######## tdm_voice_mixer ########
tdm_voice_mixer/clock_wires.png
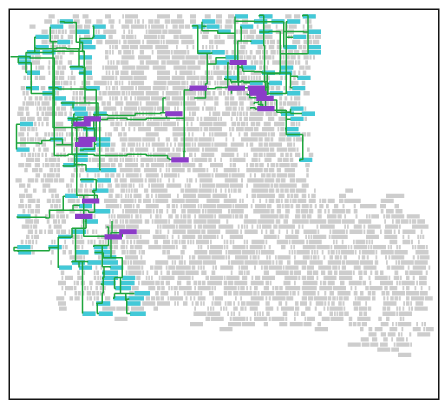

<file path="config.mk">
export PLATFORM = sky130hd
export DESIGN_NAME = tdm_voice_mixer
export DESIGN_NICKNAME = d
export VERILOG_FILES = /design/src/rtl/tdm_voice_mixer.sv
export SDC_FILE = /design/constraint.sdc
export NUM_CORES = 1
export LEC_CHECK = 0
export CAP_MARGIN = 20
export CORE_AREA = 2 2 225 204
export CTS_BUF_LIST = sky130_fd_sc_hd__clkbuf_16
export DETAILED_ROUTE_END_ITERATION = 10
export DIE_AREA = 0 0 227 206
export PLACE_DENSITY = 0.68
export SETUP_SLACK_MARGIN = 0.05
export SLEW_MARGIN = 15
export SYNTH_ARGS = -nofsm -noshare
export SYNTH_HDL_FRONTEND = slang
export SYNTH_SLANG_ARGS = --single-unit
</file>
<file path="constraint.sdc">
create_clock -name sys_clk -period 5.6 [get_ports sys_clk]
set_input_delay 0.56 -clock sys_clk [delete_from_list [all_inputs] [get_ports sys_clk]]
set_output_delay 0.56 -clock sys_clk [all_outputs]
set_load 0.05 [all_outputs]
</file>
<file path="src/rtl/tdm_voice_mixer.sv">
// tdm_voice_mixer
// End-of-pipeline mixer for the TDM voice stream. One sample arrives per
// valid beat in channel order 0..NUM_VOICES-1. Enabled voices are summed
// over a frame. The sum is normalised by the active-voice count with a
// rounded reciprocal multiply and saturated, giving one mixed sample per
// frame.
//
// Handshake: an input beat is consumed on every rising edge where
// tdm_valid=1; there is no backpressure. mix_valid is a one-cycle strobe
// marking the cycle in which mix_out/active_voices take a new value; both
// hold until the next strobe.
//
// Optional feature: define TDM_MIX_MASTER_GAIN_EN to add a Q1.7 master-gain
// stage after saturation. This adds one cycle of latency.
//
// dbg_seq_state exposes the sequencer FSM state (0 = run, 1 = resync).

module tdm_voice_mixer #(
  parameter int D_W        = 16,
  parameter int NUM_VOICES = 8,
  parameter int VOICE_BITS = 3
) (
  input  logic                  sys_clk,
  input  logic                  sys_rst_n,
  input  logic                  tdm_valid,
  input  logic [VOICE_BITS-1:0] tdm_channel_num,
  input  logic [D_W-1:0]        tdm_data_in,
  input  logic                  tdm_voice_en,
  input  logic [7:0]            master_gain,
  output logic [D_W-1:0]        mix_out,
  output logic                  mix_valid,
  output logic [VOICE_BITS:0]   active_voices,
  output logic                  seq_err,
  output logic                  dbg_seq_state
);

  localparam int ACC_W  = D_W + VOICE_BITS;
  localparam int REC_W  = 18;                // 17-bit reciprocal plus a zero sign bit
  localparam int PROD_W = ACC_W + REC_W;

  localparam logic [VOICE_BITS-1:0]    LAST_CH = VOICE_BITS'(NUM_VOICES - 1);
  localparam logic signed [PROD_W-1:0] HALF    = PROD_W'(32768);
  localparam logic signed [PROD_W-1:0] SAT_MAX = PROD_W'((1 << (D_W - 1)) - 1);
  localparam logic signed [PROD_W-1:0] SAT_MIN = ~SAT_MAX;

  // round(2^16 / k); entry 0 yields 0 so an empty frame mixes to silence.
  function automatic logic [16:0] recip_lut(input logic [VOICE_BITS:0] k);
    logic [4:0] kk;
    kk = 5'(k);
    case (kk)
      5'd1:    recip_lut = 17'd65536;
      5'd2:    recip_lut = 17'd32768;
      5'd3:    recip_lut = 17'd21845;
      5'd4:    recip_lut = 17'd16384;
      5'd5:    recip_lut = 17'd13107;
      5'd6:    recip_lut = 17'd10923;
      5'd7:    recip_lut = 17'd9362;
      5'd8:    recip_lut = 17'd8192;
      5'd9:    recip_lut = 17'd7282;
      5'd10:   recip_lut = 17'd6554;
      5'd11:   recip_lut = 17'd5958;
      5'd12:   recip_lut = 17'd5461;
      5'd13:   recip_lut = 17'd5041;
      5'd14:   recip_lut = 17'd4681;
      5'd15:   recip_lut = 17'd4369;
      5'd16:   recip_lut = 17'd4096;
      default: recip_lut = 17'd0;
    endcase
  endfunction

  typedef enum logic {
    ST_RUN    = 1'b0,   // accepting beats in channel order
    ST_RESYNC = 1'b1    // after an order error, waiting for the next channel 0
  } seq_state_t;

  seq_state_t               state, state_n;
  logic [VOICE_BITS-1:0]    exp_ch, exp_ch_n;
  logic signed [ACC_W-1:0]  acc, acc_n;
  logic [VOICE_BITS:0]      cnt, cnt_n;
  logic                     seq_err_n;
  logic                     accept;
  logic                     frame_close;
  logic                     is_ch0;
  logic signed [ACC_W-1:0]  data_ext;
  logic signed [ACC_W-1:0]  beat_acc;
  logic [VOICE_BITS:0]      beat_cnt;

  assign dbg_seq_state = state;

  // Sequencer registers: FSM state, expected channel, running sum and count.
  always_ff @(posedge sys_clk) begin
    if (!sys_rst_n) begin
      state   <= ST_RUN;
      exp_ch  <= '0;
      acc     <= '0;
      cnt     <= '0;
      seq_err <= 1'b0;
    end else begin
      state   <= state_n;
      exp_ch  <= exp_ch_n;
      acc     <= acc_n;
      cnt     <= cnt_n;
      seq_err <= seq_err_n;
    end
  end

  // Sequencer next state: check channel order, load on channel 0, add otherwise.
  always_comb begin
    state_n   = state;
    exp_ch_n  = exp_ch;
    acc_n     = acc;
    cnt_n     = cnt;
    seq_err_n = 1'b0;
    accept    = 1'b0;
    is_ch0    = (tdm_channel_num == '0);
    data_ext  = {{VOICE_BITS{tdm_data_in[D_W-1]}}, tdm_data_in};
    beat_acc  = (is_ch0 ? '0 : acc) + (tdm_voice_en ? data_ext : '0);
    beat_cnt  = (is_ch0 ? '0 : cnt) + {{VOICE_BITS{1'b0}}, tdm_voice_en};
    if (tdm_valid) begin
      case (state)
        ST_RUN: begin
          if (tdm_channel_num == exp_ch) begin
            accept = 1'b1;
          end else begin
            seq_err_n = 1'b1;
            if (is_ch0) begin
              // An unexpected channel 0 is itself the start of a fresh frame.
              accept = 1'b1;
            end else begin
              state_n  = ST_RESYNC;
              exp_ch_n = '0;
            end
          end
        end
        ST_RESYNC: begin
          if (is_ch0) begin
            accept  = 1'b1;
            state_n = ST_RUN;
          end
        end
        default: state_n = ST_RUN;
      endcase
    end
    if (accept) begin
      acc_n = beat_acc;
      cnt_n = beat_cnt;
      if (tdm_channel_num == LAST_CH) exp_ch_n = '0;
      else                            exp_ch_n = tdm_channel_num + 1'b1;
    end
    frame_close = accept && (tdm_channel_num == LAST_CH);
  end

  // Stage 1: closed-frame sum and count.
  logic                    s1_valid;
  logic signed [ACC_W-1:0] s1_sum;
  logic [VOICE_BITS:0]     s1_cnt;

  always_ff @(posedge sys_clk) begin
    if (!sys_rst_n) begin
      s1_valid <= 1'b0;
      s1_sum   <= '0;
      s1_cnt   <= '0;
    end else begin
      s1_valid <= frame_close;
      if (frame_close) begin
        s1_sum <= acc_n;
        s1_cnt <= cnt_n;
      end
    end
  end

  // Stage 2: sum times reciprocal of the voice count.
  logic                     s2_valid;
  logic signed [PROD_W-1:0] s2_prod;
  logic [VOICE_BITS:0]      s2_cnt;
  logic signed [PROD_W-1:0] prod_c;

  // Both operands widened to the product width so the low bits equal the signed product.
  always_comb begin
    prod_c = {{(PROD_W-ACC_W){s1_sum[ACC_W-1]}}, s1_sum}
           * PROD_W'({1'b0, recip_lut(s1_cnt)});
  end

  // Stage 2 register.
  always_ff @(posedge sys_clk) begin
    if (!sys_rst_n) begin
      s2_valid <= 1'b0;
      s2_prod  <= '0;
      s2_cnt   <= '0;
    end else begin
      s2_valid <= s1_valid;
      if (s1_valid) begin
        s2_prod <= prod_c;
        s2_cnt  <= s1_cnt;
      end
    end
  end

  // Round half up, drop the 16 fraction bits, clamp to the sample range.
  logic signed [PROD_W-1:0] rnd_c, shf_c;
  logic [D_W-1:0]           sat_c;

  always_comb begin
    rnd_c = s2_prod + HALF;
    shf_c = rnd_c >>> 16;
    if (shf_c > SAT_MAX)      sat_c = SAT_MAX[D_W-1:0];
    else if (shf_c < SAT_MIN) sat_c = SAT_MIN[D_W-1:0];
    else                      sat_c = shf_c[D_W-1:0];
  end

`ifdef TDM_MIX_MASTER_GAIN_EN
  localparam int G_W = D_W + 9;
  localparam logic signed [G_W-1:0] G_MAX = G_W'((1 << (D_W - 1)) - 1);
  localparam logic signed [G_W-1:0] G_MIN = ~G_MAX;

  logic                  s3_valid;
  logic [D_W-1:0]        s3_mix;
  logic [VOICE_BITS:0]   s3_cnt;
  logic signed [G_W-1:0] g_prod, g_rnd, g_shf;
  logic [D_W-1:0]        g_sat;

  // Stage 3: normalised mix awaiting the gain multiply.
  always_ff @(posedge sys_clk) begin
    if (!sys_rst_n) begin
      s3_valid <= 1'b0;
      s3_mix   <= '0;
      s3_cnt   <= '0;
    end else begin
      s3_valid <= s2_valid;
      if (s2_valid) begin
        s3_mix <= sat_c;
        s3_cnt <= s2_cnt;
      end
    end
  end

  // Q1.7 gain with round half up and clamp; master_gain is taken live here.
  always_comb begin
    g_prod = {{9{s3_mix[D_W-1]}}, s3_mix} * G_W'({1'b0, master_gain});
    g_rnd  = g_prod + G_W'(64);
    g_shf  = g_rnd >>> 7;
    if (g_shf > G_MAX)      g_sat = G_MAX[D_W-1:0];
    else if (g_shf < G_MIN) g_sat = G_MIN[D_W-1:0];
    else                    g_sat = g_shf[D_W-1:0];
  end

  // Stage 4: output register.
  always_ff @(posedge sys_clk) begin
    if (!sys_rst_n) begin
      mix_valid     <= 1'b0;
      mix_out       <= '0;
      active_voices <= '0;
    end else begin
      mix_valid <= s3_valid;
      if (s3_valid) begin
        mix_out       <= g_sat;
        active_voices <= s3_cnt;
      end
    end
  end
`else
  // Gain stage absent: the port stays for a uniform pin-out but is not used.
  logic unused_master_gain;
  assign unused_master_gain = ^master_gain;

  // Stage 3: output register.
  always_ff @(posedge sys_clk) begin
    if (!sys_rst_n) begin
      mix_valid     <= 1'b0;
      mix_out       <= '0;
      active_voices <= '0;
    end else begin
      mix_valid <= s2_valid;
      if (s2_valid) begin
        mix_out       <= sat_c;
        active_voices <= s2_cnt;
      end
    end
  end
`endif

endmodule

</file>
######## sensor_rr_scheduler_flat ########
===== src/rtl/sensor_rr_scheduler_if.sv =====
// Handshake bundle between the sensor scheduler and the shared processing unit.
// The master side is the scheduler, the slave side is the processing unit that
// consumes issued samples and returns decisions.
interface sensor_rr_scheduler_if #(
  parameter int N_CH = 4,
  parameter int DW   = 16
);
  localparam int CHW = (N_CH > 1) ? $clog2(N_CH) : 1;

  logic           proc_valid;
  logic           proc_ready;
  logic [DW-1:0]  proc_data;
  logic [CHW-1:0] proc_ch;
  logic           proc_done;
  logic           proc_decision;
  logic           dec_valid;
  logic [CHW-1:0] dec_ch;
  logic           dec_value;

  modport master (
    output proc_valid, proc_data, proc_ch, dec_valid, dec_ch, dec_value,
    input  proc_ready, proc_done, proc_decision
  );

  modport slave (
    input  proc_valid, proc_data, proc_ch, dec_valid, dec_ch, dec_value,
    output proc_ready, proc_done, proc_decision
  );
endinterface


===== src/rtl/sensor_rr_scheduler.sv =====
// Round-robin scheduler sharing one processing unit between N_CH sensor channels.
// Each channel owns a one-deep holding register; a pending, enabled channel is
// granted in rotation, its sample is offered over valid/ready, and the returned
// decision is tagged with the channel. Overruns and timeouts are sticky flags.
module sensor_rr_scheduler #(
  parameter int N_CH    = 4,
  parameter int DW      = 16,
  parameter int TIMEOUT = 15
) (
  input  logic                 clk,
  input  logic                 rst,
  input  logic [N_CH*DW-1:0]   ch_data,
  input  logic [N_CH-1:0]      ch_valid,
  input  logic [N_CH-1:0]      ch_enable,
  input  logic                 clear_err,
  sensor_rr_scheduler_if.master pif,
  output logic [N_CH-1:0]      overrun,
  output logic                 timeout_err,
  output logic                 busy
);

  localparam int CHW = (N_CH > 1) ? $clog2(N_CH) : 1;
  localparam int TW  = (TIMEOUT > 1) ? $clog2(TIMEOUT) : 1;

  typedef enum logic [1:0] {IDLE, ISSUE, WAIT} state_t;

  state_t          state, state_next;
  logic [DW-1:0]   hold [N_CH];
  logic [N_CH-1:0] pend;
  logic [N_CH-1:0] req;
  logic [N_CH-1:0] cap;
  logic [N_CH-1:0] gnt_clr;
  logic [N_CH-1:0] ovr_evt;
  logic [CHW-1:0]  last_grant;
  logic [CHW-1:0]  grant;
  logic [CHW-1:0]  sel;
  logic [CHW-1:0]  idx;
  logic            sel_found;
  logic [DW-1:0]   issue_reg;
  logic [TW-1:0]   timer;
  logic            do_grant;
  logic            do_accept;
  logic            do_done;
  logic            do_timeout;
  logic            dec_valid_q;
  logic [CHW-1:0]  dec_ch_q;
  logic            dec_value_q;

  assign req = pend & ch_enable;
  assign cap = ch_valid & ch_enable;

  // Rotating priority search starting just after the last served channel.
  always_comb begin
    sel_found = 1'b0;
    sel       = '0;
    idx       = '0;
    for (int k = 1; k <= N_CH; k++) begin
      idx = CHW'((int'(last_grant) + k) % N_CH);
      if (!sel_found && req[idx]) begin
        sel_found = 1'b1;
        sel       = idx;
      end
    end
  end

  // State register.
  always_ff @(posedge clk or posedge rst) begin
    if (rst) state <= IDLE;
    else     state <= state_next;
  end

  // Next-state logic and the single-cycle control events of each transition.
  always_comb begin
    state_next = state;
    do_grant   = 1'b0;
    do_accept  = 1'b0;
    do_done    = 1'b0;
    do_timeout = 1'b0;
    case (state)
      IDLE: begin
        if (sel_found) begin
          do_grant   = 1'b1;
          state_next = ISSUE;
        end
      end
      ISSUE: begin
        if (pif.proc_ready) begin
          do_accept  = 1'b1;
          state_next = WAIT;
        end
      end
      WAIT: begin
        if (pif.proc_done) begin
          do_done    = 1'b1;
          state_next = IDLE;
        end else if (timer == TW'(TIMEOUT - 1)) begin
          do_timeout = 1'b1;
          state_next = IDLE;
        end
      end
      default: state_next = IDLE;
    endcase
  end

  // Granted channel's pend bit is released; a capture in the same cycle still wins.
  always_comb begin
    gnt_clr = '0;
    if (do_grant) gnt_clr[sel] = 1'b1;
    ovr_evt = cap & pend & ~gnt_clr;
  end

  // Per-channel holding registers: newest sample always overwrites the old one.
  always_ff @(posedge clk or posedge rst) begin
    if (rst) begin
      pend <= '0;
      for (int i = 0; i < N_CH; i++) hold[i] <= '0;
    end else begin
      for (int i = 0; i < N_CH; i++) begin
        if (cap[i]) begin
          hold[i] <= ch_data[i*DW +: DW];
          pend[i] <= 1'b1;
        end else if (gnt_clr[i]) begin
          pend[i] <= 1'b0;
        end
      end
    end
  end

  // Grant bookkeeping, issued sample snapshot and the WAIT cycle counter.
  always_ff @(posedge clk or posedge rst) begin
    if (rst) begin
      last_grant <= CHW'(N_CH - 1);
      grant      <= '0;
      issue_reg  <= '0;
      timer      <= '0;
    end else begin
      if (do_grant) begin
        grant     <= sel;
        issue_reg <= hold[sel];
      end
      if (do_accept)
        timer <= '0;
      else if (state == WAIT && !do_done && !do_timeout)
        timer <= timer + 1'b1;
      if (do_done || do_timeout)
        last_grant <= grant;
    end
  end

  // Registered result strobe; channel and value hold between results.
  always_ff @(posedge clk or posedge rst) begin
    if (rst) begin
      dec_valid_q <= 1'b0;
      dec_ch_q    <= '0;
      dec_value_q <= 1'b0;
    end else begin
      dec_valid_q <= do_done;
      if (do_done) begin
        dec_ch_q    <= grant;
        dec_value_q <= pif.proc_decision;
      end
    end
  end

  // Sticky error flags; a fresh event beats a simultaneous clear.
  always_ff @(posedge clk or posedge rst) begin
    if (rst) begin
      overrun     <= '0;
      timeout_err <= 1'b0;
    end else begin
      overrun     <= (overrun & ~{N_CH{clear_err}}) | ovr_evt;
      timeout_err <= (timeout_err & ~clear_err) | do_timeout;
    end
  end

  assign pif.proc_valid = (state == ISSUE);
  assign pif.proc_data  = issue_reg;
  assign pif.proc_ch    = grant;
  assign pif.dec_valid  = dec_valid_q;
  assign pif.dec_ch     = dec_ch_q;
  assign pif.dec_value  = dec_value_q;
  assign busy           = (state != IDLE);

endmodule


===== src/flat_wrapper.sv =====
// flat-port wrapper written by rule: the top's interface ports become plain ports
module sensor_rr_scheduler_flat 
#(
  parameter int N_CH    = 4,
  parameter int DW      = 16,
  parameter int TIMEOUT = 15
)
  (clk, rst, ch_data, ch_valid, ch_enable, clear_err, overrun, timeout_err, busy, pif_proc_valid, pif_proc_data, pif_proc_ch, pif_dec_valid, pif_dec_ch, pif_dec_value, pif_proc_ready, pif_proc_done, pif_proc_decision);
  sensor_rr_scheduler_if #(.N_CH(N_CH), .DW(DW)) pif_i ();
  input  logic clk;
  input  logic rst;
  input  logic [N_CH*DW-1:0] ch_data;
  input  logic [N_CH-1:0] ch_valid;
  input  logic [N_CH-1:0] ch_enable;
  input  logic clear_err;
  output logic [N_CH-1:0] overrun;
  output logic timeout_err;
  output logic busy;
  output wire logic [$bits(pif_i.proc_valid)-1:0] pif_proc_valid;
  output wire logic [$bits(pif_i.proc_data)-1:0] pif_proc_data;
  output wire logic [$bits(pif_i.proc_ch)-1:0] pif_proc_ch;
  output wire logic [$bits(pif_i.dec_valid)-1:0] pif_dec_valid;
  output wire logic [$bits(pif_i.dec_ch)-1:0] pif_dec_ch;
  output wire logic [$bits(pif_i.dec_value)-1:0] pif_dec_value;
  input wire logic [$bits(pif_i.proc_ready)-1:0] pif_proc_ready;
  input wire logic [$bits(pif_i.proc_done)-1:0] pif_proc_done;
  input wire logic [$bits(pif_i.proc_decision)-1:0] pif_proc_decision;
  assign pif_proc_valid = pif_i.proc_valid;
  assign pif_proc_data = pif_i.proc_data;
  assign pif_proc_ch = pif_i.proc_ch;
  assign pif_dec_valid = pif_i.dec_valid;
  assign pif_dec_ch = pif_i.dec_ch;
  assign pif_dec_value = pif_i.dec_value;
  assign pif_i.proc_ready = pif_proc_ready;
  assign pif_i.proc_done = pif_proc_done;
  assign pif_i.proc_decision = pif_proc_decision;
  sensor_rr_scheduler #(.N_CH(N_CH), .DW(DW), .TIMEOUT(TIMEOUT)) u_core (.clk(clk), .rst(rst), .ch_data(ch_data), .ch_valid(ch_valid), .ch_enable(ch_enable), .clear_err(clear_err), .pif(pif_i), .overrun(overrun), .timeout_err(timeout_err), .busy(busy));
endmodule

===== config.mk =====
export PLATFORM = sky130hd
export DESIGN_NAME = sensor_rr_scheduler_flat
export DESIGN_NICKNAME = d
export VERILOG_FILES = /design/src/rtl/sensor_rr_scheduler_if.sv /design/src/rtl/sensor_rr_scheduler.sv /design/src/flat_wrapper.sv
export SDC_FILE = /design/constraint.sdc
export NUM_CORES = 1
export LEC_CHECK = 0
export CORE_MARGIN = 4
export CORE_UTILIZATION = 35
export CTS_CLUSTER_DIAMETER = 80
export CTS_CLUSTER_SIZE = 28
export DETAILED_ROUTE_END_ITERATION = 12
export GPL_ROUTABILITY_DRIVEN = 1
export SLEW_MARGIN = 20
export SYNTH_ARGS = -nofsm -noshare
export SYNTH_HDL_FRONTEND = slang
export SYNTH_SLANG_ARGS = --single-unit

===== constraint.sdc =====
create_clock -name clk -period 2.9 [get_ports clk]
set_input_delay 0.29 -clock clk [delete_from_list [all_inputs] [get_ports clk]]
set_output_delay 0.29 -clock clk [all_outputs]
set_load 0.1 [all_outputs]

######## fp_switch_scan ########
==> config.mk <==
export PLATFORM = sky130hd
export DESIGN_NAME = fp_switch_scan
export DESIGN_NICKNAME = d
export VERILOG_FILES = /design/src/rtl/fp_switch_scan_pkg.sv /design/src/rtl/fp_debounce.sv /design/src/rtl/fp_switch_scan.sv
export SDC_FILE = /design/constraint.sdc
export NUM_CORES = 1
export LEC_CHECK = 0
export CAP_MARGIN = 10
export CORE_AREA = 2 2 224 226
export DETAILED_ROUTE_END_ITERATION = 8
export DIE_AREA = 0 0 226 228
export PLACE_DENSITY = 0.62
export SYNTH_ARGS = -nofsm -noshare
export SYNTH_HDL_FRONTEND = slang
export SYNTH_SLANG_ARGS = --single-unit
==> constraint.sdc <==
create_clock -name clk -period 16.2 [get_ports clk]
set_input_delay 1.62 -clock clk [delete_from_list [all_inputs] [get_ports clk]]
set_output_delay 1.62 -clock clk [all_outputs]
set_load 0.01 [all_outputs]
==> src/rtl/fp_switch_scan_pkg.sv <==
// Shared constants for the front-panel switch scanner: display-select codes,
// button/toggle indices and the command lockout state type.
package fp_switch_scan_pkg;

    localparam logic [5:0] DSEL_STATE  = 6'b100000;
    localparam logic [5:0] DSEL_STATUS = 6'b010000;
    localparam logic [5:0] DSEL_AC     = 6'b001000;
    localparam logic [5:0] DSEL_MB     = 6'b000100;
    localparam logic [5:0] DSEL_MQ     = 6'b000010;
    localparam logic [5:0] DSEL_BUS    = 6'b000001;

    localparam int BTN_ADDR_LOAD      = 0;
    localparam int BTN_EXTD_ADDR_LOAD = 1;
    localparam int BTN_CLEAR          = 2;
    localparam int BTN_CONT           = 3;
    localparam int BTN_EXAM           = 4;
    localparam int BTN_DEP            = 5;
    localparam int BTN_SEL_STEP       = 6;

    localparam int TOG_HALT  = 0;
    localparam int TOG_SSTEP = 1;

    typedef enum logic {StIdle, StHeld} lock_state_e;

    // Any non-one-hot value recovers to DSEL_STATE, so dsel can never stick.
    function automatic logic [5:0] dsel_rotate(input logic [5:0] cur);
        logic [5:0] nxt;
        case (cur)
            DSEL_STATE:  nxt = DSEL_STATUS;
            DSEL_STATUS: nxt = DSEL_AC;
            DSEL_AC:     nxt = DSEL_MB;
            DSEL_MB:     nxt = DSEL_MQ;
            DSEL_MQ:     nxt = DSEL_BUS;
            default:     nxt = DSEL_STATE;
        endcase
        return nxt;
    endfunction

endpackage

==> src/rtl/fp_debounce.sv <==
// Two-flop synchroniser followed by a counting debouncer for one panel input.
module fp_debounce #(
    parameter int unsigned DB_CYCLES = 50000,
    parameter int unsigned DB_W      = 16
) (
    input  logic clk,
    input  logic reset,
    input  logic din,
    output logic dout
);

    localparam logic [DB_W-1:0] CntMax = DB_W'(DB_CYCLES - 1);

    logic [1:0]      sync_q;
    logic            level_q, level_d;
    logic [DB_W-1:0] cnt_q, cnt_d;

    always_ff @(posedge clk or posedge reset) begin
        if (reset) begin
            sync_q  <= '0;
            level_q <= 1'b0;
            cnt_q   <= '0;
        end else begin
            sync_q  <= {sync_q[0], din};
            level_q <= level_d;
            cnt_q   <= cnt_d;
        end
    end

    // Only an unbroken run of DB_CYCLES disagreeing samples flips the level.
    always_comb begin
        level_d = level_q;
        cnt_d   = '0;
        if (sync_q[1] != level_q) begin
            if (cnt_q == CntMax) begin
                level_d = ~level_q;
            end else begin
                cnt_d = cnt_q + 1'b1;
            end
        end
    end

    assign dout = level_q;

endmodule

==> src/rtl/fp_switch_scan.sv <==
// PDP-8/e front-panel input scanner: debounced levels, arbitrated one-shot
// command pulses with hold lockout, and the rotating display select.
module fp_switch_scan
    import fp_switch_scan_pkg::*;
#(
    parameter int unsigned DB_CYCLES = 50000,
    parameter int unsigned DB_W      = 16
) (
    input  logic        clk,
    input  logic        reset,
    input  logic [0:11] sr_raw,
    input  logic [0:6]  btn_raw,
    input  logic [0:1]  tog_raw,
    output logic [0:11] sr,
    output logic        halt_sw,
    output logic        sstep_sw,
    output logic        addr_load,
    output logic        ext_addr_load,
    output logic        clear,
    output logic        cont,
    output logic        exam,
    output logic        dep,
    output logic        sw_active,
    output logic [5:0]  dsel
);

    logic [0:6]  btn_lvl;
    logic [0:1]  tog_lvl;
    logic [0:6]  btn_prev_q;
    logic [0:6]  press;
    logic [0:5]  pulse_q, pulse_d;
    logic [5:0]  dsel_q, dsel_d;
    lock_state_e state_q, state_d;

    for (genvar i = 0; i < 12; i++) begin : g_sr
        fp_debounce #(.DB_CYCLES(DB_CYCLES), .DB_W(DB_W)) u_db (
            .clk(clk), .reset(reset), .din(sr_raw[i]), .dout(sr[i])
        );
    end

    for (genvar i = 0; i < 7; i++) begin : g_btn
        fp_debounce #(.DB_CYCLES(DB_CYCLES), .DB_W(DB_W)) u_db (
            .clk(clk), .reset(reset), .din(btn_raw[i]), .dout(btn_lvl[i])
        );
    end

    for (genvar i = 0; i < 2; i++) begin : g_tog
        fp_debounce #(.DB_CYCLES(DB_CYCLES), .DB_W(DB_W)) u_db (
            .clk(clk), .reset(reset), .din(tog_raw[i]), .dout(tog_lvl[i])
        );
    end

    assign press = btn_lvl & ~btn_prev_q;

    always_ff @(posedge clk or posedge reset) begin
        if (reset) begin
            btn_prev_q <= '0;
            pulse_q    <= '0;
            dsel_q     <= DSEL_STATE;
            state_q    <= StIdle;
        end else begin
            btn_prev_q <= btn_lvl;
            pulse_q    <= pulse_d;
            dsel_q     <= dsel_d;
            state_q    <= state_d;
        end
    end

    // Losers of a simultaneous press stay locked out because HELD persists
    // until every command level has dropped.
    always_comb begin
        state_d = state_q;
        pulse_d = '0;
        unique case (state_q)
            StIdle: begin
                if (|press[0:5]) begin
                    state_d = StHeld;
                    if (press[BTN_CLEAR])               pulse_d[BTN_CLEAR]          = 1'b1;
                    else if (press[BTN_ADDR_LOAD])      pulse_d[BTN_ADDR_LOAD]      = 1'b1;
                    else if (press[BTN_EXTD_ADDR_LOAD]) pulse_d[BTN_EXTD_ADDR_LOAD] = 1'b1;
                    else if (press[BTN_EXAM])           pulse_d[BTN_EXAM]           = 1'b1;
                    else if (press[BTN_DEP])            pulse_d[BTN_DEP]            = 1'b1;
                    else                                pulse_d[BTN_CONT]           = 1'b1;
                end
            end
            StHeld: begin
                if (btn_lvl[0:5] == 6'b000000) state_d = StIdle;
            end
            default: state_d = StIdle;
        endcase
    end

    always_comb begin
        dsel_d = dsel_q;
        if (press[BTN_SEL_STEP]) dsel_d = dsel_rotate(dsel_q);
    end

    assign halt_sw       = tog_lvl[TOG_HALT];
    assign sstep_sw      = tog_lvl[TOG_SSTEP];
    assign addr_load     = pulse_q[BTN_ADDR_LOAD];
    assign ext_addr_load = pulse_q[BTN_EXTD_ADDR_LOAD];
    assign clear         = pulse_q[BTN_CLEAR];
    assign cont          = pulse_q[BTN_CONT];
    assign exam          = pulse_q[BTN_EXAM];
    assign dep           = pulse_q[BTN_DEP];
    assign sw_active     = (state_q == StHeld);
    assign dsel          = dsel_q;

endmodule

######## instr_encoder ########
--- src/rtl/instr_encoder_pkg.sv ---
// Shared op/opcode/funct3 definitions for the instruction encoder and the
// control-unit decoder that consumes the words it writes.
package instr_encoder_pkg;

  typedef enum logic [2:0] {
    OP_LB   = 3'd0,
    OP_ORI  = 3'd1,
    OP_SB   = 3'd2,
    OP_ADD  = 3'd3,
    OP_AND  = 3'd4,
    OP_SLL  = 3'd5,
    OP_BNE  = 3'd6,
    OP_RSVD = 3'd7
  } op_e;

  typedef enum logic [1:0] {
    S_IDLE,
    S_ENC,
    S_WRITE
  } state_e;

  localparam logic [6:0] OPC_LOAD   = 7'b0000011;
  localparam logic [6:0] OPC_OP_IMM = 7'b0010011;
  localparam logic [6:0] OPC_STORE  = 7'b0100011;
  localparam logic [6:0] OPC_OP     = 7'b0110011;
  localparam logic [6:0] OPC_BRANCH = 7'b1100011;

  localparam logic [2:0] F3_LB  = 3'b000;
  localparam logic [2:0] F3_ORI = 3'b110;
  localparam logic [2:0] F3_SB  = 3'b000;
  localparam logic [2:0] F3_ADD = 3'b000;
  localparam logic [2:0] F3_AND = 3'b111;
  localparam logic [2:0] F3_SLL = 3'b001;
  localparam logic [2:0] F3_BNE = 3'b001;

  localparam logic [6:0]  F7_ZERO = 7'b0000000;
  localparam logic [31:0] NOP     = 32'h0000_0013;

endpackage

--- src/rtl/instr_pack.sv ---
// Combinational field packer: op + register/immediate fields -> RV32I word,
// with a flag for requests that cannot be encoded faithfully.
module instr_pack (
  input  logic [2:0]  op_i,
  input  logic [4:0]  rd_i,
  input  logic [4:0]  rs1_i,
  input  logic [4:0]  rs2_i,
  input  logic [12:0] imm_i,
  output logic [31:0] word_o,
  output logic        illegal_o
);
  import instr_encoder_pkg::*;

  always_comb begin
    word_o    = NOP;
    illegal_o = 1'b0;
    case (op_i)
      OP_LB:   word_o = {imm_i[11:0], rs1_i, F3_LB, rd_i, OPC_LOAD};
      OP_ORI:  word_o = {imm_i[11:0], rs1_i, F3_ORI, rd_i, OPC_OP_IMM};
      OP_SB:   word_o = {imm_i[11:5], rs2_i, rs1_i, F3_SB, imm_i[4:0], OPC_STORE};
      OP_ADD:  word_o = {F7_ZERO, rs2_i, rs1_i, F3_ADD, rd_i, OPC_OP};
      OP_AND:  word_o = {F7_ZERO, rs2_i, rs1_i, F3_AND, rd_i, OPC_OP};
      OP_SLL:  word_o = {F7_ZERO, rs2_i, rs1_i, F3_SLL, rd_i, OPC_OP};
      OP_BNE: begin
        word_o    = {imm_i[12], imm_i[10:5], rs2_i, rs1_i, F3_BNE,
                     imm_i[4:1], imm_i[11], OPC_BRANCH};
        illegal_o = imm_i[0];
      end
      default: illegal_o = 1'b1;
    endcase
    // I/S immediates are 12-bit signed; bit 12 must be a sign copy of bit 11.
    if ((op_i == OP_LB || op_i == OP_ORI || op_i == OP_SB) && (imm_i[12] != imm_i[11]))
      illegal_o = 1'b1;
  end

endmodule

--- src/rtl/instr_encoder.sv ---
// Instruction encoder: accepts one request, encodes it, writes it to the next
// instruction-memory word. Optional request checking via ENCODER_CHECK_EN.
module instr_encoder #(
  parameter int unsigned ADDR_WIDTH = 6
) (
  input  logic                  clock,
  input  logic                  reset,
  input  logic                  clear,
  input  logic                  in_valid,
  output logic                  in_ready,
  input  logic [2:0]            op,
  input  logic [4:0]            rd,
  input  logic [4:0]            rs1,
  input  logic [4:0]            rs2,
  input  logic [12:0]           imm,
  output logic                  mem_we,
  output logic [ADDR_WIDTH-1:0] mem_addr,
  output logic [31:0]           mem_wdata,
  output logic [ADDR_WIDTH:0]   count,
  output logic                  full,
  output logic                  err
);
  import instr_encoder_pkg::*;

`ifdef ENCODER_CHECK_EN
  localparam bit CheckEn = 1'b1;
`else
  localparam bit CheckEn = 1'b0;
`endif

  localparam logic [ADDR_WIDTH:0] Capacity = {1'b1, {ADDR_WIDTH{1'b0}}};

  state_e              state_q, state_d;
  logic [2:0]          op_q, op_d;
  logic [4:0]          rd_q, rd_d, rs1_q, rs1_d, rs2_q, rs2_d;
  logic [12:0]         imm_q, imm_d;
  logic [31:0]         wdata_q, wdata_d;
  logic [ADDR_WIDTH:0] count_q, count_d;
  logic                skip_q, skip_d;
  logic                err_q, err_d;
  logic [31:0]         pack_word;
  logic                pack_illegal;

  instr_pack u_pack (
    .op_i      (op_q),
    .rd_i      (rd_q),
    .rs1_i     (rs1_q),
    .rs2_i     (rs2_q),
    .imm_i     (imm_q),
    .word_o    (pack_word),
    .illegal_o (pack_illegal)
  );

  assign full      = (count_q == Capacity);
  assign in_ready  = (state_q == S_IDLE) && !full;
  // The write pointer always equals the low bits of the word count.
  assign mem_addr  = count_q[ADDR_WIDTH-1:0];
  assign mem_wdata = wdata_q;
  assign count     = count_q;
  assign err       = err_q;
  assign mem_we    = (state_q == S_WRITE) && !skip_q && !clear;

  always_comb begin
    state_d = state_q;
    op_d    = op_q;
    rd_d    = rd_q;
    rs1_d   = rs1_q;
    rs2_d   = rs2_q;
    imm_d   = imm_q;
    wdata_d = wdata_q;
    count_d = count_q;
    skip_d  = skip_q;
    err_d   = err_q;
    if (clear) begin
      state_d = S_IDLE;
      count_d = '0;
      skip_d  = 1'b0;
      err_d   = 1'b0;
    end else begin
      case (state_q)
        S_IDLE: begin
          if (in_valid && in_ready) begin
            op_d    = op;
            rd_d    = rd;
            rs1_d   = rs1;
            rs2_d   = rs2;
            imm_d   = imm;
            state_d = S_ENC;
          end
        end
        S_ENC: begin
          // A flagged request still spends a cycle in WRITE, with the strobe masked.
          wdata_d = pack_word;
          skip_d  = CheckEn && pack_illegal;
          err_d   = err_q | (CheckEn && pack_illegal);
          state_d = S_WRITE;
        end
        S_WRITE: begin
          if (!skip_q) count_d = count_q + (ADDR_WIDTH+1)'(1);
          skip_d  = 1'b0;
          state_d = S_IDLE;
        end
        default: state_d = S_IDLE;
      endcase
    end
  end

  always_ff @(posedge clock) begin
    if (reset) begin
      state_q <= S_IDLE;
      op_q    <= '0;
      rd_q    <= '0;
      rs1_q   <= '0;
      rs2_q   <= '0;
      imm_q   <= '0;
      wdata_q <= '0;
      count_q <= '0;
      skip_q  <= 1'b0;
      err_q   <= 1'b0;
    end else begin
      state_q <= state_d;
      op_q    <= op_d;
      rd_q    <= rd_d;
      rs1_q   <= rs1_d;
      rs2_q   <= rs2_d;
      imm_q   <= imm_d;
      wdata_q <= wdata_d;
      count_q <= count_d;
      skip_q  <= skip_d;
      err_q   <= err_d;
    end
  end

endmodule

--- config.mk ---
export PLATFORM = sky130hd
export DESIGN_NAME = instr_encoder
export DESIGN_NICKNAME = d
export VERILOG_FILES = /design/src/rtl/instr_encoder_pkg.sv /design/src/rtl/instr_pack.sv /design/src/rtl/instr_encoder.sv
export SDC_FILE = /design/constraint.sdc
export NUM_CORES = 1
export LEC_CHECK = 0
export CAP_MARGIN = 5
export CORE_ASPECT_RATIO = 0.9
export CORE_MARGIN = 2
export CORE_UTILIZATION = 37
export CTS_CLUSTER_SIZE = 12
export DETAILED_ROUTE_END_ITERATION = 10
export PLACE_DENSITY_LB_ADDON = 0.3
export SLEW_MARGIN = 20
export SYNTH_ARGS = -nofsm -noshare
export SYNTH_HDL_FRONTEND = slang
export SYNTH_SLANG_ARGS = --single-unit
--- constraint.sdc ---
create_clock -name clock -period 1.81 [get_ports clock]
set_input_delay 0.181 -clock clock [delete_from_list [all_inputs] [get_ports clock]]
set_output_delay 0.181 -clock clock [all_outputs]
set_load 0.03 [all_outputs]
fp_switch_scan/placed.png
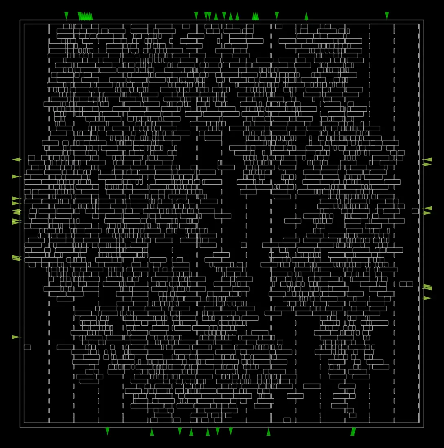
final core occ: 44.4%
tap cell count: 672
final-layout fill cell count: 4620

fp_switch_scan/pinout.png
Pins as bars across the die edge, other pins in grey.
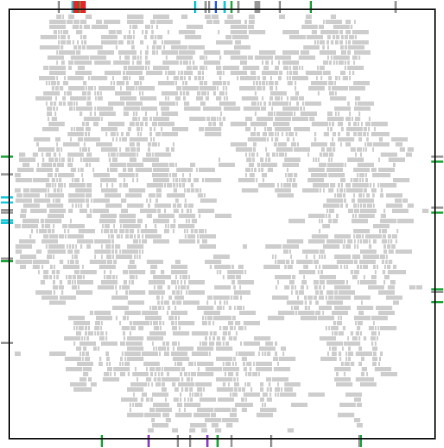
colour	port	pins	direction	edge
blue	`exam`	1	output	top
cyan	`btn_raw`	7	input	4 left, 3 top
red	`dsel`	6	output	top
green	`sr`	12	output	4 right, 3 bottom, 3 top, 2 left
purple	`tog_raw`	2	input	bottom
all pins by edge	22 top, 11 left, 10 bottom, 7 right
Die Y: 228 um
die width: 226 um
IO buf count: 49

==> flow_summary.html, fp_switch_scan <==
<h2>Implementation results</h2>
<table>
<tr><th>Metric</th><th>Value</th></tr>
<tr><th colspan="2">CTS</th></tr>
<tr><td>Number of buffers added to fix hold violations after cts</td><td>0</td></tr>
<tr><td>Clock Root Buffer</td><td>clkbuf_16</td></tr>
<tr><td>Clock tree from TritonCTS</td><td>built</td></tr>
<tr><th colspan="2">Global routing</th></tr>
<tr><td>Met1 routing resource usage after global routing</td><td>between 10% and 20%</td></tr>
<tr><td>First-pass GRT wire length</td><td>60900 um</td></tr>
<tr><td>Largest net degree at the start of global routing</td><td>around 120</td></tr>
<tr><th colspan="2">Route</th></tr>
<tr><td>Number of nets still failing antenna checks after routing</td><td>0</td></tr>
<tr><td>WL per Instance</td><td>12.9 um</td></tr>
<tr><td>Count of routing violations after the opening detailed-route iteration</td><td>roughly 660</td></tr>
<tr><th colspan="2">Outcome</th></tr>
<tr><td>Result of the run</td><td>completed</td></tr>
<tr><th colspan="2">Logic synthesis</th></tr>
<tr><td>Number of synthesized flops with an enable pin</td><td>0</td></tr>
<tr><td>AO/OA Area Share</td><td>under 10%</td></tr>
<tr><th colspan="2">Critical path</th></tr>
<tr><td>Crit Reg-Reg Endpoint</td><td>g_sr[1].u_db.cnt_q[7]$_DFF_PP0_</td></tr>
<tr><td>Kind of start point of the critical path</td><td>input port</td></tr>
<tr><th colspan="2">Floorplanning</th></tr>
<tr><td>Std cell rows</td><td>between 80 and 90</td></tr>
<tr><td>I/O pin total</td><td>~50</td></tr>
<tr><th colspan="2">Layout</th></tr>
<tr><td>Inserted Diodes</td><td>0</td></tr>
<tr><th colspan="2">Power</th></tr>
<tr><td>Power density cells</td><td>98.3 nW/um^2</td></tr>
<tr><td>Clock power frac</td><td>around 47%</td></tr>
<tr><td>Internal Dissipation</td><td>between 1.5 and 2 mW</td></tr>
<tr><th colspan="2">Job</th></tr>
<tr><td>OpenROAD warnings</td><td>28</td></tr>
</table>
fp_switch_scan: registers in the layout, indices dropped and copies added (netlist names):
register	cells
btn_prev_q	7
dsel	6
g_btn.u_db.cnt_q	112
g_btn.u_db.dout	7
g_btn.u_db.sync_q	14
g_sr.u_db.cnt_q	192
g_sr.u_db.dout	12
g_sr.u_db.sync_q	24
g_tog.u_db.cnt_q	32
g_tog.u_db.dout	2
g_tog.u_db.sync_q	4
pulse_q	6
sw_active	1
fp_switch_scan: final cells by class:
type / instances / area, sq um
Fill cell: 4620 / 27400
Sequential cell: 419 / 10500
Multi-Input combinational cell: 1320 / 8270
Clock buffer: 70 / 1350
Tap cell: 672 / 841
Timing Repair Buffer: 53 / 520
Inverter: 89 / 342
Clock inverter: 13 / 111
fp_switch_scan: critical path: stages:
cell and delay, ns:
clkdlybuf4s50_1 0.49, inv_8 0.60, buf_4 0.86, buf_4 0.89
fp_switch_scan: metal layers:
layer	wire, um	up-vias
li1	-	6432
met2	16300	122
met5	0	-
met3	1080	50
met4	645	0
met1	15800	6361
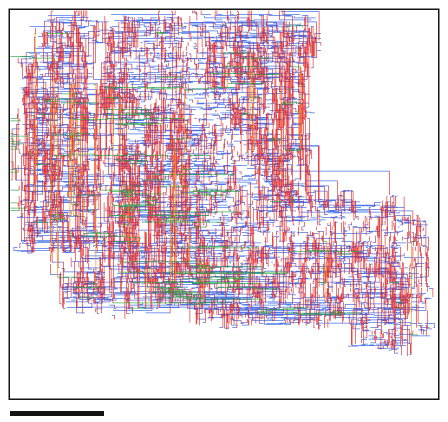
tdm_voice_mixer/layers.png
Scale bar: 50 um.
colour	layer	wire length
red	M2	22.7 mm
green	M3	2330 um
orange	M4	1410 um
blue	M1	19700 um

tdm_voice_mixer/port_trees.png
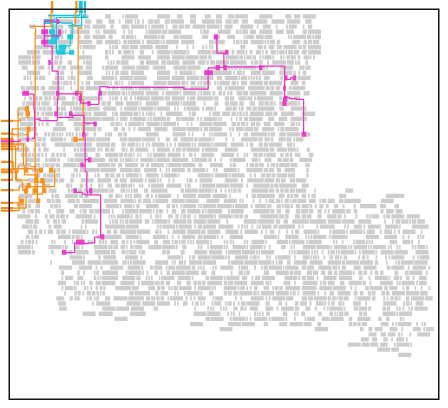
colour	port	bits	direction	end cells	buffers	wire
orange	`tdm_data_in`	16	input	16	16	499 um
magenta	`sys_rst_n`	1	input	37	2	502 um
cyan	`tdm_channel_num`	3	input	11	3	132 um
IO buf count: 45
I/O pin total: 54

Notes on tdm_voice_mixer/clock_wires.png above:
[cyan] flip-flops | count: 117
[purple] clock-net drivers | count: 17
[green] clock wires | length: 2120 um
routed clock nets	18
power drawn by the clock network: 1.16 mW
clk ins delay skew pair: 0.42 ns

==> flow_summary.html, tdm_voice_mixer <==
<h2>Implementation results</h2>
<table>
<tr><th>Metric</th><th>Value</th></tr>
<tr><th colspan="2">Placement</th></tr>
<tr><td>Final weighted congestion of routability-driven global placement</td><td>between 0.8 and 0.9</td></tr>
<tr><th colspan="2">Final timing</th></tr>
<tr><td>Worst-Margin Slew</td><td>slightly below 1 ns</td></tr>
<tr><td>Final setup fails</td><td>21</td></tr>
<tr><td>Setup ws final</td><td>-0.414 ns</td></tr>
<tr><td>Timing-limited maximum frequency</td><td>around 170 MHz</td></tr>
<tr><td>Slew margin rel.</td><td>34.4%</td></tr>
<tr><th colspan="2">Route</th></tr>
<tr><td>Vias after detailed routing</td><td>approximately 14k</td></tr>
<tr><td>Detailed-routed wire length on met2</td><td>22700 um</td></tr>
<tr><th colspan="2">Outcome</th></tr>
<tr><td>Violated checks</td><td>negative setup slack</td></tr>
<tr><td>Result of the run</td><td>finished, violations left</td></tr>
<tr><th colspan="2">Power</th></tr>
<tr><td>Leakage power</td><td>~11 nW</td></tr>
<tr><td>Clock power frac</td><td>54.2%</td></tr>
<tr><th colspan="2">Layout</th></tr>
<tr><td>Share of final-layout standard cells stronger than drive strength 1</td><td>19.0%</td></tr>
<tr><td>Biggest cell category by area in the final layout</td><td>multi-input combinational cells</td></tr>
<tr><th colspan="2">Global routing</th></tr>
<tr><td>Global-route track usage on met2</td><td>between 30% and 40%</td></tr>
<tr><th colspan="2">Critical path</th></tr>
<tr><td>Required time of the critical path</td><td>5.88 ns</td></tr>
<tr><th colspan="2">CTS</th></tr>
<tr><td>Clock sinks</td><td>approximately 120</td></tr>
<tr><th colspan="2">Logic synthesis</th></tr>
<tr><td>Synth Warn #</td><td>0</td></tr>
</table>
## tdm_voice_mixer: metrics by stage
stage                     area, sq um  utilization [%]  instances
final                           21800             48.6       2823
after global routing            21800             48.6       2823
after CTS                       21400             47.7       2812
after detailed placement        20100             44.9       2736
after global placement          20100             44.9       2736
after floorplan                 18100                -       2001
## tdm_voice_mixer: synth_stat cells, drive strengths merged, types with 9 or more instances
master	n	area share, %
ha	119	8.5
a21o	20	0.85
and3	10	0.36
fa	325	37
a211oi	12	0.57
nor2	65	1.4
and2	197	7.0
o21ai	42	1.2
xnor2	35	1.7
mux2i	15	0.85
nand3	40	1.1
clkbuf	70	1.5
a21oi	62	1.8
xor2	20	1.0
dfxtp	117	13
nand2	274	5.9
o211ai	20	1.2
inv	425	9.1
nor3	13	0.37
o31ai	9	0.41
## tdm_voice_mixer: power groups by stage
stage	clock network (mW)	registers (mW)	logic, mW
4_1_cts	1.17	0.843	0.139
2_1_floorplan	0	0.866	0.0808
3_5_place_dp	0	0.866	0.136
6_report	1.16	0.842	0.141
3_3_place_gp	0	0.865	0.132
5_1_grt	1.20	0.842	0.154
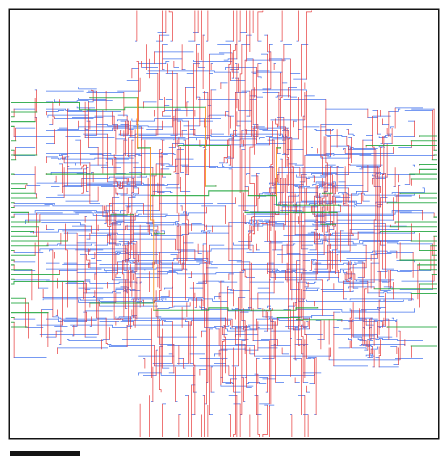
sensor_rr_scheduler_flat/layers.png
Scale bar: 20 um.
colour	layer	wire length
green	M3	720 um
orange	M4	97.5 um
red	M2	5490 um
blue	M1	5110 um

==> flow_summary.html, sensor_rr_scheduler_flat <==
<h2>Implementation results</h2>
<table>
<tr><th>Metric</th><th>Value</th></tr>
<tr><th colspan="2">Layout</th></tr>
<tr><td>Comb/total area</td><td>30.5%</td></tr>
<tr><td>Share of final-layout standard cells stronger than drive strength 1</td><td>between 20% and 30%</td></tr>
<tr><td>Inserted Diodes</td><td>0</td></tr>
<tr><td>Multi-input combinational gate total</td><td>between 200 and 250</td></tr>
<tr><th colspan="2">Global routing</th></tr>
<tr><td>Largest net degree at the start of global routing</td><td>104</td></tr>
<tr><th colspan="2">Power</th></tr>
<tr><td>Leakage power</td><td>2.56 nW</td></tr>
<tr><td>Sequential fraction of design power</td><td>31.8%</td></tr>
<tr><th colspan="2">Placement</th></tr>
<tr><td>Hpwl dp</td><td>around 8400 um</td></tr>
<tr><th colspan="2">Logic synthesis</th></tr>
<tr><td>Leading post-synthesis cells by instance count</td><td>dfrtp_1, mux2_2, nand2_1</td></tr>
<tr><th colspan="2">Critical path</th></tr>
<tr><td>CP Depth</td><td>6</td></tr>
<tr><td>Worst R2R Start</td><td>u_core.last_grant[0]$_DFFE_PP1P_</td></tr>
<tr><td>Startpoint of the worst setup timing path</td><td>u_core.last_grant[0]$_DFFE_PP1P_</td></tr>
<tr><th colspan="2">Floorplanning</th></tr>
<tr><td>Die width</td><td>approximately 120 um</td></tr>
<tr><th colspan="2">Final timing</th></tr>
<tr><td>Min Tclk post-route</td><td>approximately 2.0 ns</td></tr>
<tr><th colspan="2">Outcome</th></tr>
<tr><td>Result of the run</td><td>completed</td></tr>
</table>
[sensor_rr_scheduler_flat: per-layer routing]
| layer | global-route usage [%] | vias to the layer above | part of all wire [%] |
|---|---|---|---|
| met2 | 25.6 | 96 | 48 |
| met5 | 0 | - | 0 |
| met1 | 21.3 | 1629 | 45 |
| met3 | 5.11 | 11 | 6.3 |
| li1 | - | 1579 | - |
| met4 | 3.15 | 0 | 0.85 |
[sensor_rr_scheduler_flat: flip-flops by register name, summed over array words and instances (netlist names)]
register / count
u_core.pif.proc_data: 16
u_core.timer: 4
u_core.pif.dec_ch: 2
u_core.hold: 64
u_core.pif.dec_value: 1
u_core.pend: 4
u_core.pif.proc_ch: 2
u_core.state: 2
u_core.pif.dec_valid: 1
u_core.timeout_err: 1
u_core.last_grant: 2
u_core.overrun: 4
[sensor_rr_scheduler_flat: stage by stage]
step / setup slack [ns] / area [sq um] / std cells / hold slack (ns)
6_report: 0.852 / 6040 / 654 / 0.419
3_5_place_dp: 0.536 / 5740 / 639 / 0.472
5_1_grt: 0.719 / 6040 / 654 / 0.501
4_1_cts: 0.834 / 6040 / 654 / 0.476
2_1_floorplan: 0.588 / 4540 / 373 / 0.389
3_3_place_gp: 0.579 / 5740 / 639 / 0.458
instr_encoder/placed.png
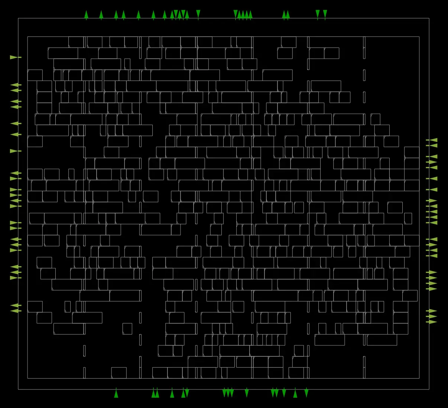
Final Instance Count excl. Fillers: 525
std cell rows: 31
tap cell count: 99
Seq Cell Count: 68
Core Region: 8150 sq um

==> flow_summary.html, instr_encoder <==
<h2>Implementation results</h2>
<table>
<tr><th>Metric</th><th>Value</th></tr>
<tr><th colspan="2">Outcome</th></tr>
<tr><td>Result of the run</td><td>completed</td></tr>
<tr><th colspan="2">Layout</th></tr>
<tr><td>Summed area of non-filler cells in the final layout</td><td>4290 sq um</td></tr>
<tr><th colspan="2">CTS</th></tr>
<tr><td>Buffer depth of the longest clock path</td><td>2</td></tr>
<tr><th colspan="2">Route</th></tr>
<tr><td>Initial DRT Pass Iterations</td><td>6</td></tr>
<tr><td>Number of design rule violations left after detail routing</td><td>0</td></tr>
<tr><th colspan="2">Power</th></tr>
<tr><td>Leakage power</td><td>between 1.5 and 2 nW</td></tr>
<tr><td>Power density cells</td><td>747 nW/um^2</td></tr>
<tr><td>Combinational Power</td><td>about 370 uW</td></tr>
<tr><th colspan="2">Logic synthesis</th></tr>
<tr><td>Synth Warn #</td><td>0</td></tr>
<tr><td>Summed standard-cell area reported by yosys</td><td>3150 sq um</td></tr>
<tr><td>Synth area leader</td><td>dfxtp_1</td></tr>
<tr><th colspan="2">Final timing</th></tr>
<tr><td>Worst-Margin Slew</td><td>approximately 0.61 ns</td></tr>
<tr><td>Final period util</td><td>between 90% and 100%</td></tr>
<tr><td>Final-layout worst hold slack</td><td>slightly above 0.3 ns</td></tr>
<tr><th colspan="2">Critical path</th></tr>
<tr><td>Required time of the critical path</td><td>between 2 and 2.5 ns</td></tr>
<tr><td>Crit path max-delay cell type</td><td>or4b_4</td></tr>
<tr><th colspan="2">Job</th></tr>
<tr><td>Tally of max-capacitance violations</td><td>0</td></tr>
</table>
## instr_encoder: registers in the layout, summed over array words and instances (netlist names)
name,count
mem_wdata,28
imm_q,13
count,7
rd_q,5
rs1_q,5
rs2_q,5
op_q,3
state_q,2
## instr_encoder: logic make-up after synthesis
family	share of synthesized area [%]
and+or+nand+nor	27.1
muxes	10.5
xor gates and xnor gates	0.833
other	0.119
buffers and inverters	6.54
DFF	43.2
AOI/OAI and AO/OA	10.9
adders and majority gates	0.793
## instr_encoder: area by class of cell
class,count,area (sq um),share of cell area (%)
clock inverters,6,63.8,1.49
clock buffers,10,138,3.21
repair buffers,95,971,22.6
well taps,99,124,2.89
inverters,3,11.3,0.262
flip-flops and latches,68,1360,31.8
multi-input cells,244,1620,37.8
## instr_encoder: per-stage QoR
| stage | cells | util (%) | setup slack, ns |
|---|---|---|---|
| 2_1_floorplan | 349 | - | 0.109 |
| 3_3_place_gp | 509 | 50.1 | -0.0158 |
| 3_5_place_dp | 509 | 50.1 | -0.0681 |
| 4_1_cts | 525 | 52.6 | 0.00391 |
| 5_1_grt | 525 | 52.7 | 0.0196 |
| 6_report | 525 | 52.7 | 0.116 |


==> notes/layouts.md <==
Pictures saved along the way, in no particular order.

Pin placement.
Pins as bars across the die edge, other pins in grey.
Plate I
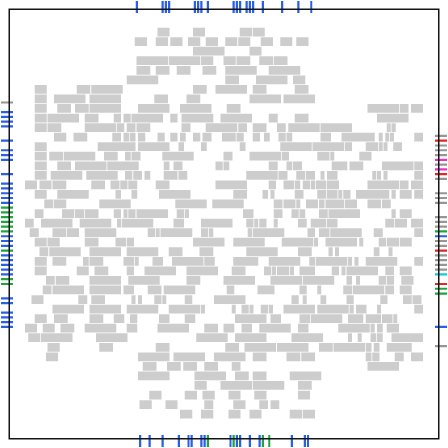
Plate II
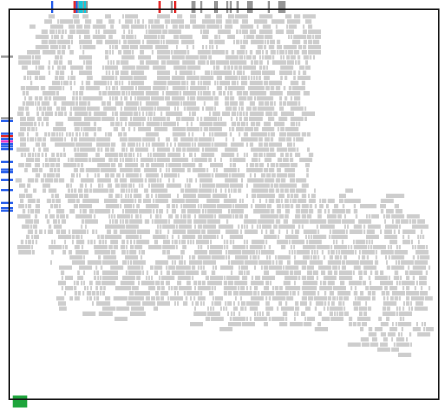
Plate III
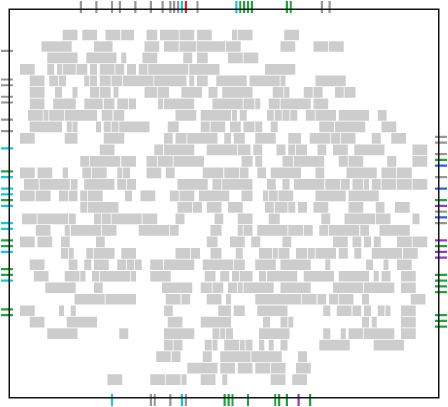
Plate II is tdm_voice_mixer.
Plate III is instr_encoder.
Plate I is sensor_rr_scheduler_flat.
- most pins: Plate I

Power and IR drop assume default switching activity.
